# block 1

block_1/floorplan.png
Drawn at 3 px/um. Pins as bars on the die edge. Tap cells in gray.
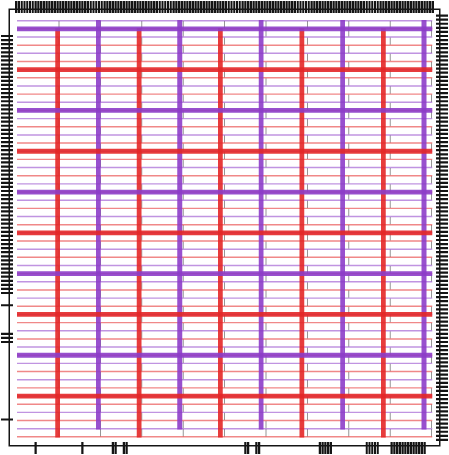
block_1/class_map.png
Drawn at 3 px/um. Fill, decap, tap and diode cells in gray.
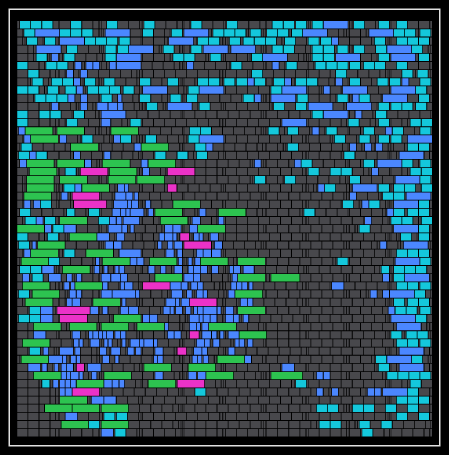
block_1/clock_wires.png
Drawn at 2 px/um.
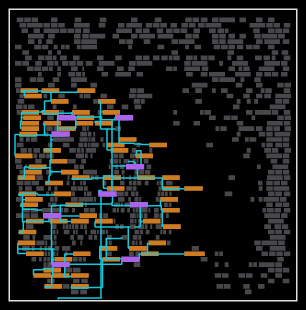
## src/rtl/fu_dispatcher.sv

```systemverilog
// fu_dispatcher: accepts one command at a time, starts the addressed functional
// unit, hands it the shared vector memory port while it runs, and reports
// completion, illegal indices and watchdog timeouts.
//
// Ports:
//   clk_i, rst_i           clock, asynchronous active-high reset
//   cmd_valid_i/cmd_fu_i   command handshake and target FU index
//   cmd_ready_o            high only in IDLE
//   done_o, error_o        one-cycle completion / error pulses
//   busy_o                 command in flight (START or RUN)
//   cycle_count_o          duration of the last completed command
//   fu_ready_i/fu_start_o  per-FU start handshake
//   fu_vector_*_i          per-FU vector port requests
//   fu_vector_r_data_o     read data broadcast to every FU
//   vector_*               shared vector memory port
module fu_dispatcher #(
    parameter int unsigned NUM_FU         = 4,
    parameter int unsigned TIMEOUT_CYCLES = 4096,
    parameter int unsigned ADDR_W         = 16,
    parameter int unsigned DATA_W         = 32,
    // One extra bit so out-of-range indices are representable and reported.
    localparam int unsigned IDX_W         = $clog2(NUM_FU) + 1
) (
    input  logic                           clk_i,
    input  logic                           rst_i,
    input  logic                           cmd_valid_i,
    input  logic [IDX_W-1:0]               cmd_fu_i,
    output logic                           cmd_ready_o,
    output logic                           done_o,
    output logic                           error_o,
    output logic                           busy_o,
    output logic [31:0]                    cycle_count_o,
    input  logic [NUM_FU-1:0]              fu_ready_i,
    output logic [NUM_FU-1:0]              fu_start_o,
    input  logic [NUM_FU-1:0][ADDR_W-1:0]  fu_vector_addr_i,
    input  logic [NUM_FU-1:0]              fu_vector_w_en_i,
    input  logic [NUM_FU-1:0][DATA_W-1:0]  fu_vector_w_data_i,
    output logic [DATA_W-1:0]              fu_vector_r_data_o,
    output logic [ADDR_W-1:0]              vector_addr_o,
    output logic                           vector_w_en_o,
    output logic [DATA_W-1:0]              vector_w_data_o,
    input  logic [DATA_W-1:0]              vector_r_data_i
);

    localparam int unsigned SEL_W = (NUM_FU > 1) ? $clog2(NUM_FU) : 1;
    localparam logic [31:0] TIMEOUT_LIM = 32'(TIMEOUT_CYCLES);

    localparam logic [1:0] IDLE  = 2'd0;
    localparam logic [1:0] START = 2'd1;
    localparam logic [1:0] RUN   = 2'd2;

    logic [1:0]       state, state_n;
    logic [SEL_W-1:0] sel, sel_n;
    logic [31:0]      count, count_n, count_inc;
    logic [31:0]      cycle_count_n;
    logic             done_n, error_n;
    logic             timeout;
    logic             illegal;

    assign count_inc = (count == 32'hFFFF_FFFF) ? count : count + 32'd1;
    assign timeout   = (count >= TIMEOUT_LIM);
    assign illegal   = (cmd_fu_i >= IDX_W'(NUM_FU));

    assign cmd_ready_o        = (state == IDLE);
    assign busy_o             = (state == START) || (state == RUN);
    assign fu_vector_r_data_o = vector_r_data_i;

    // State and datapath registers.
    always_ff @(posedge clk_i or posedge rst_i) begin
        if (rst_i) begin
            state         <= IDLE;
            sel           <= '0;
            count         <= '0;
            cycle_count_o <= '0;
            done_o        <= 1'b0;
            error_o       <= 1'b0;
        end else begin
            state         <= state_n;
            sel           <= sel_n;
            count         <= count_n;
            cycle_count_o <= cycle_count_n;
            done_o        <= done_n;
            error_o       <= error_n;
        end
    end

    // Next-state logic; the watchdog takes priority over start and completion.
    always_comb begin
        state_n       = state;
        sel_n         = sel;
        count_n       = count;
        cycle_count_n = cycle_count_o;
        done_n        = 1'b0;
        error_n       = 1'b0;
        case (state)
            IDLE: begin
                if (cmd_valid_i) begin
                    if (illegal) begin
                        error_n = 1'b1;
                    end else begin
                        sel_n   = cmd_fu_i[SEL_W-1:0];
                        count_n = 32'd1;
                        state_n = START;
                    end
                end
            end
            START: begin
                count_n = count_inc;
                if (timeout) begin
                    error_n = 1'b1;
                    state_n = IDLE;
                end else if (fu_ready_i[sel]) begin
                    state_n = RUN;
                end
            end
            RUN: begin
                count_n = count_inc;
                if (timeout) begin
                    error_n = 1'b1;
                    state_n = IDLE;
                end else if (fu_ready_i[sel]) begin
                    done_n        = 1'b1;
                    cycle_count_n = count;
                    state_n       = IDLE;
                end
            end
            default: begin
                state_n = IDLE;
            end
        endcase
    end

    // Start strobe and vector port mux; both are gated outside their states.
    // The start is withheld in a timeout cycle so no FU is launched and abandoned.
    always_comb begin
        fu_start_o      = '0;
        vector_addr_o   = '0;
        vector_w_en_o   = 1'b0;
        vector_w_data_o = '0;
        if ((state == START) && !timeout) begin
            fu_start_o[sel] = fu_ready_i[sel];
        end
        if (state == RUN) begin
            vector_addr_o   = fu_vector_addr_i[sel];
            vector_w_en_o   = fu_vector_w_en_i[sel];
            vector_w_data_o = fu_vector_w_data_i[sel];
        end
    end

endmodule

```

## config.mk

```make
export PLATFORM = sky130hd
export DESIGN_NAME = fu_dispatcher
export DESIGN_NICKNAME = d
export VERILOG_FILES = /design/src/rtl/fu_dispatcher.sv
export SDC_FILE = /design/constraint.sdc
export NUM_CORES = 1
export LEC_CHECK = 0
export CORE_AREA = 2 2 141 143
export DETAILED_ROUTE_END_ITERATION = 10
export DIE_AREA = 0 0 143 145
export SLEW_MARGIN = 0
export SYNTH_ARGS = -nofsm -noshare
export SYNTH_HDL_FRONTEND = slang
export SYNTH_SLANG_ARGS = --single-unit
```

## constraint.sdc

```tcl
create_clock -name clk_i -period 4.7 [get_ports clk_i]
set_input_delay 0.94 -clock clk_i [delete_from_list [all_inputs] [get_ports clk_i]]
set_output_delay 0.94 -clock clk_i [all_outputs]
set_load 0.02 [all_outputs]
```

==> impl_results.html <==
<h2>Implementation results</h2>
<table>
<tr><th>Metric</th><th>Value</th></tr>
<tr><th colspan="2">Setup path</th></tr>
<tr><td>Standard cell with the maximum stage delay on the critical path</td><td>dfrtp_4</td></tr>
<tr><td>Startpoint-to-endpoint class of the critical path</td><td>reg -&gt; out</td></tr>
<tr><td>Nature of the critical path endpoint</td><td>output port</td></tr>
<tr><td>Critical Path AT</td><td>2920 ps</td></tr>
<tr><td>R2R Path Start</td><td>state[0]$_DFFE_PP0P_</td></tr>
<tr><th colspan="2">Clocking</th></tr>
<tr><td>Clk buf depth</td><td>2</td></tr>
<tr><td>Clock transition at path regs</td><td>60 ps</td></tr>
<tr><td>CTS sink cnt</td><td>70</td></tr>
<tr><th colspan="2">Synthesis</th></tr>
<tr><td>Cell type with the largest total area</td><td>dfrtp_1</td></tr>
<tr><td>Yosys warning count</td><td>0</td></tr>
<tr><td>Yosys stat cell total</td><td>475</td></tr>
<tr><td>XOR-XNOR Cells, Area Fraction</td><td>0.001705</td></tr>
<tr><td>Share of synthesized registers carrying an async set or reset</td><td>1.000</td></tr>
<tr><td>Main flop type after synthesis</td><td>dfrtp_1</td></tr>
<tr><th colspan="2">STA</th></tr>
<tr><td>Worst-Margin Slew</td><td>1104 ps</td></tr>
<tr><td>Setup TNS after final layout</td><td>0 ps</td></tr>
<tr><td>Fin. max-slew vios</td><td>0</td></tr>
<tr><td>Worst Slack Setup Final</td><td>838.2 ps</td></tr>
<tr><td>Shortest period the worst path allows</td><td>3862 ps</td></tr>
<tr><td>Slew headroom</td><td>0.2630</td></tr>
<tr><th colspan="2">Global route</th></tr>
<tr><td>Global routing usage on met1</td><td>0.2829</td></tr>
<tr><td>Combined global-route utilization of all metal layers</td><td>0.2194</td></tr>
<tr><td>Number of global-route vias before repair</td><td>5373</td></tr>
<tr><th colspan="2">Layout</th></tr>
<tr><td>Count of multi-input gates</td><td>333</td></tr>
<tr><td>Final #Nets</td><td>966</td></tr>
<tr><td>Logic area</td><td>2982 um^2</td></tr>
<tr><td>Clock tree cell share of total cell area</td><td>0.03897</td></tr>
<tr><td>Fraction of layout cells with a size suffix above 1</td><td>0.1362</td></tr>
<tr><td>Fillers</td><td>1805</td></tr>
<tr><th colspan="2">Run status</th></tr>
<tr><td>Run status</td><td>finished clean</td></tr>
<tr><th colspan="2">Place</th></tr>
<tr><td>DP Cell Count</td><td>976</td></tr>
<tr><th colspan="2">Power and ir drop</th></tr>
<tr><td>Cell leakage power</td><td>3.220 nW</td></tr>
<tr><td>Part of the total power dissipated in combinational logic</td><td>0.496</td></tr>
<tr><td>Switching power total</td><td>1.345 mW</td></tr>
<tr><td>Switching Share</td><td>0.3937</td></tr>
<tr><th colspan="2">Detailed routing</th></tr>
<tr><td>Routed WL</td><td>23.58 mm</td></tr>
<tr><td>Initial DRC Count</td><td>246</td></tr>
<tr><th colspan="2">Floorplanning</th></tr>
<tr><td>Horizontal die dimension</td><td>143 um</td></tr>
<tr><th colspan="2">Run</th></tr>
<tr><td>Number of warnings in the stage logs</td><td>31</td></tr>
</table>
Notes on block_1/floorplan.png above:
legend:
  VSS:
    color: red
  VDD:
    color: purple
met4 straps: 10
tap cells: 265
signal pins: 359

Notes on block_1/class_map.png above:
legend:
  clock drivers and dummy loads:
    color: magenta
    cells: 16
  sequential cells:
    color: green
    cells: 70
  remaining logic cells:
    color: blue
    cells: 344
  remaining buffers and delay cells:
    color: cyan
    cells: 297

Notes on block_1/clock_wires.png above:
legend:
  clock-net drivers:
    color: purple
    count: 9
  clock wires:
    color: cyan
    length: 1020 um
  flip-flops:
    color: orange
    count: 70
routed clock nets: 10

## cells in the mapped netlist (all sizes together) (2+ instances only)
cell / instances
nor2: 9
a31oi: 2
nor3: 7
inv: 11
mux4: 50
clkbuf: 20
a21oi: 20
nor4b: 2
a211oi: 2
ha: 6
buf: 41
and3: 4
nand2: 28
o211ai: 2
nand4: 9
nor2b: 20
or3: 6
and2: 55
o31ai: 13
or4: 10
dfrtp: 70
nand3: 17
o21ai: 18
and4: 4
or2: 2
nor4: 11
o311ai: 6
nand2b: 5
mux2: 14
mux2i: 3
o21a: 2

# block 2

block_2/floorplan.png
Drawn at 6 px/um. Pins as bars on the die edge. Tap cells in gray.
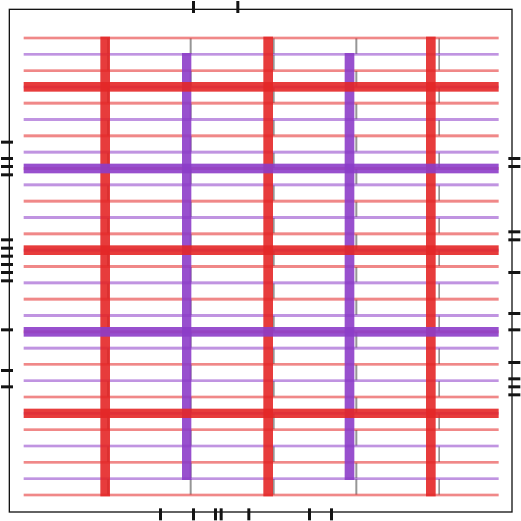
block_2/class_map.png
Drawn at 6 px/um. Fill, decap, tap and diode cells in gray.
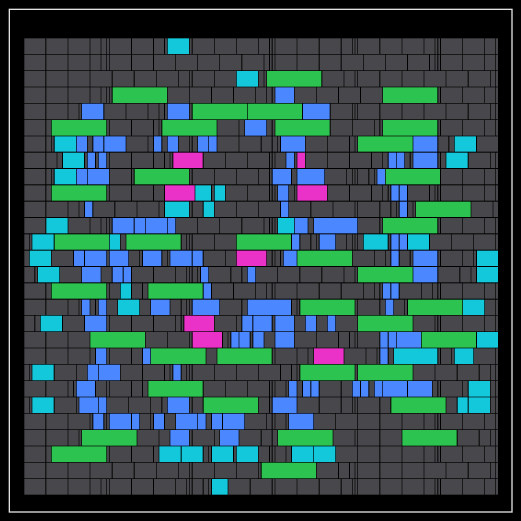
block_2/clock_wires.png
Drawn at 4 px/um.
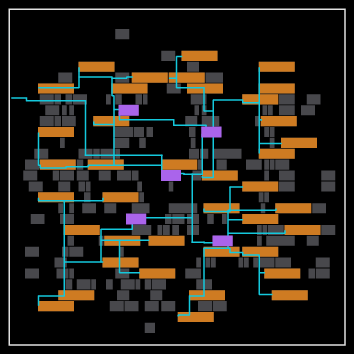
### src/rtl/serial_adder.sv
// Digit-serial adder/subtractor: WIDTH-bit operands consumed DIGIT bits per clock,
// LSB first, with a start/busy/done handshake and held result registers.
module serial_adder #(
  parameter int WIDTH = 8,
  parameter int DIGIT = 1
) (
  input  logic             clk,
  input  logic             rst_n,
  input  logic             start,
  input  logic [WIDTH-1:0] a,
  input  logic [WIDTH-1:0] b,
  input  logic             cin,
  input  logic             sub,
  output logic             busy,
  output logic             done,
  output logic [WIDTH-1:0] sum,
  output logic             cout,
  output logic             overflow
);

  localparam int N     = WIDTH / DIGIT;
  localparam int CNT_W = (N > 1) ? $clog2(N) : 1;

  typedef enum logic [1:0] {IDLE, RUN, DONE} state_t;

  state_t             state_q, state_d;
  logic [WIDTH-1:0]   a_sh_q, a_sh_d;
  logic [WIDTH-1:0]   b_sh_q, b_sh_d;
  logic [WIDTH-1:0]   psum_q, psum_d;
  logic [WIDTH-1:0]   sum_q, sum_d;
  logic [CNT_W-1:0]   cnt_q, cnt_d;
  logic               carry_q, carry_d;
  logic               cout_q, cout_d;
  logic               ovf_q, ovf_d;

  logic               accept;
  logic               last;
  logic               c_msb;
  logic [DIGIT:0]     dsum;
  logic [WIDTH-1:0]   psum_shift;

  always_comb begin
    state_d = state_q;
    a_sh_d  = a_sh_q;
    b_sh_d  = b_sh_q;
    psum_d  = psum_q;
    sum_d   = sum_q;
    cnt_d   = cnt_q;
    carry_d = carry_q;
    cout_d  = cout_q;
    ovf_d   = ovf_q;

    accept = start && (state_q != RUN);
    last   = (cnt_q == CNT_W'(N - 1));
    dsum   = {1'b0, a_sh_q[DIGIT-1:0]} + {1'b0, b_sh_q[DIGIT-1:0]} + (DIGIT+1)'(carry_q);
    // Carry into the top bit of this digit, recovered from the bit-level sum identity.
    c_msb      = dsum[DIGIT-1] ^ a_sh_q[DIGIT-1] ^ b_sh_q[DIGIT-1];
    psum_shift = WIDTH'({dsum[DIGIT-1:0], psum_q} >> DIGIT);

    case (state_q)
      IDLE: begin
        if (accept) state_d = RUN;
      end
      RUN: begin
        a_sh_d  = a_sh_q >> DIGIT;
        b_sh_d  = b_sh_q >> DIGIT;
        psum_d  = psum_shift;
        carry_d = dsum[DIGIT];
        if (last) begin
          state_d = DONE;
          sum_d   = psum_shift;
          cout_d  = dsum[DIGIT];
          ovf_d   = c_msb ^ dsum[DIGIT];
        end else begin
          cnt_d = cnt_q + 1'b1;
        end
      end
      DONE: begin
        state_d = accept ? RUN : IDLE;
      end
      default: state_d = IDLE;
    endcase

    // Subtraction is a + ~b + 1, so the carry register doubles as the +1.
    if (accept) begin
      a_sh_d  = a;
      b_sh_d  = sub ? ~b : b;
      carry_d = sub ? 1'b1 : cin;
      cnt_d   = '0;
    end
  end

  always_ff @(posedge clk or negedge rst_n) begin
    if (!rst_n) begin
      state_q <= IDLE;
      a_sh_q  <= '0;
      b_sh_q  <= '0;
      psum_q  <= '0;
      sum_q   <= '0;
      cnt_q   <= '0;
      carry_q <= 1'b0;
      cout_q  <= 1'b0;
      ovf_q   <= 1'b0;
    end else begin
      state_q <= state_d;
      a_sh_q  <= a_sh_d;
      b_sh_q  <= b_sh_d;
      psum_q  <= psum_d;
      sum_q   <= sum_d;
      cnt_q   <= cnt_d;
      carry_q <= carry_d;
      cout_q  <= cout_d;
      ovf_q   <= ovf_d;
    end
  end

  assign busy     = (state_q == RUN);
  assign done     = (state_q == DONE);
  assign sum      = sum_q;
  assign cout     = cout_q;
  assign overflow = ovf_q;

endmodule
### config.mk
export PLATFORM = sky130hd
export DESIGN_NAME = serial_adder
export DESIGN_NICKNAME = d
export VERILOG_FILES = /design/src/rtl/serial_adder.sv
export SDC_FILE = /design/constraint.sdc
export NUM_CORES = 1
export LEC_CHECK = 0
export CORE_MARGIN = 2
export CORE_UTILIZATION = 28
export DETAILED_ROUTE_END_ITERATION = 8
export GPL_ROUTABILITY_DRIVEN = 1
export GPL_TIMING_DRIVEN = 0
export HOLD_SLACK_MARGIN = 0.15
export PLACE_DENSITY = 0.46
export SLEW_MARGIN = 5
export SYNTH_ARGS = -nofsm -noshare
export SYNTH_HDL_FRONTEND = slang
export SYNTH_SLANG_ARGS = --single-unit
### constraint.sdc
create_clock -name clk -period 2.3 [get_ports clk]
set_input_delay 0.575 -clock clk [delete_from_list [all_inputs] [get_ports clk]]
set_output_delay 0.575 -clock clk [all_outputs]
set_load 0.01 [all_outputs]
==> impl_results.html <==
<h2>Implementation results</h2>
<table>
<tr><th>Metric</th><th>Value</th></tr>
<tr><th colspan="2">Run status</th></tr>
<tr><td>Run status</td><td>finished clean</td></tr>
<tr><th colspan="2">Clocking</th></tr>
<tr><td>Clock Tree Root</td><td>clkbuf_8</td></tr>
<tr><td>Number of hold buffers added after cts</td><td>0</td></tr>
<tr><td>TritonCTS buffer count</td><td>5</td></tr>
<tr><th colspan="2">Detailed routing</th></tr>
<tr><td>Amount of wire on met3 after detailed routing</td><td>204 um</td></tr>
<tr><th colspan="2">Layout</th></tr>
<tr><td>Register cell area after layout</td><td>975.9 um^2</td></tr>
<tr><td>Count of multi-input gates</td><td>105</td></tr>
<tr><td>Fillers</td><td>603</td></tr>
<tr><th colspan="2">Synthesis</th></tr>
<tr><td>Share of synthesized area occupied by flip-flops and latches</td><td>0.5508</td></tr>
<tr><td>Most instantiated library cell after synthesis</td><td>dfrtp_1</td></tr>
<tr><td>Adder-Cell Fraction of Synth Area</td><td>0.02542</td></tr>
<tr><td>Yosys warning count</td><td>0</td></tr>
<tr><th colspan="2">Power and ir drop</th></tr>
<tr><td>Part of the total power dissipated in combinational logic</td><td>0.400</td></tr>
<tr><th colspan="2">STA</th></tr>
<tr><td>Hold slack final</td><td>171.2 ps</td></tr>
<tr><th colspan="2">Floorplanning</th></tr>
<tr><td>Area of the die</td><td>6980 um^2</td></tr>
<tr><th colspan="2">Setup path</th></tr>
<tr><td>Standard cell with the maximum stage delay on the critical path</td><td>dfrtp_1</td></tr>
</table>
About block_2/floorplan.png:
legend:
  VSS:
    color: red
  VDD:
    color: purple
signal pins: 33
tap cells: 75
met4 straps: 5
met5 straps: 5

About block_2/class_map.png:
legend:
  clock drivers and dummy loads:
    color: magenta
    cells: 8
  sequential cells:
    color: green
    cells: 39
  remaining buffers and delay cells:
    color: cyan
    cells: 40
  remaining logic cells:
    color: blue
    cells: 108

About block_2/clock_wires.png:
legend:
  clock-net drivers:
    color: purple
    count: 5
  flip-flops:
    color: orange
    count: 39
  clock wires:
    color: cyan
    length: 549 um
flops lie: spread over the die
routed clock nets: 6

[state kept, by name (all words and copies together), names as in the netlist]
register,flops
a_sh_q,8
b_sh_q,8
sum,8
psum_q,7
cnt_q,3
state_q,2
carry_q,1
cout,1
overflow,1
[power groups by stage]
stage | sequential (mW) | combinational, mW | clock [mW]
after floorplan | 1.19 | 0.696 | 0
after CTS | 1.18 | 1.15 | 0.532
after global routing | 1.22 | 1.28 | 0.560
after detailed placement | 1.20 | 1.15 | 0
after global placement | 1.18 | 1.11 | 0
final | 1.18 | 1.12 | 0.513


## Gallery

Congestion heat map.
Plate I
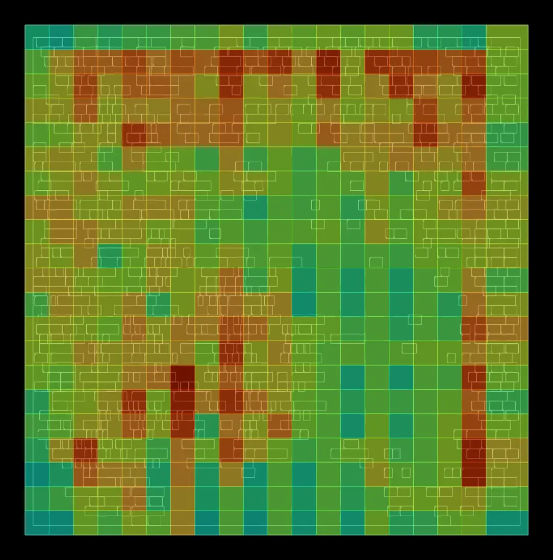
Plate II
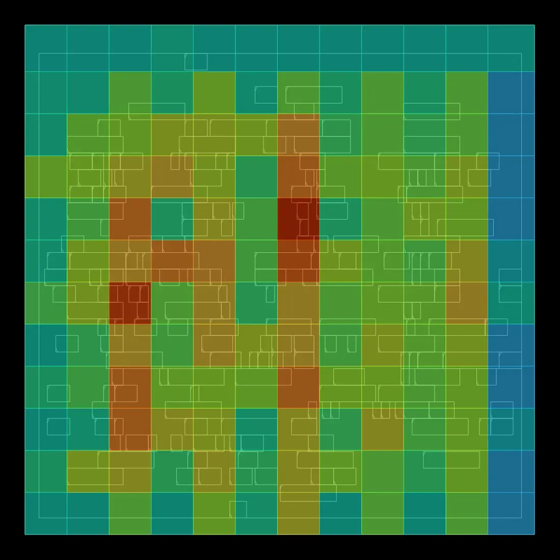
Block 1 is Plate I.
Block 2 is Plate II.
- highest track usage: Plate I

Power is estimated from default activity; no workload was simulated.
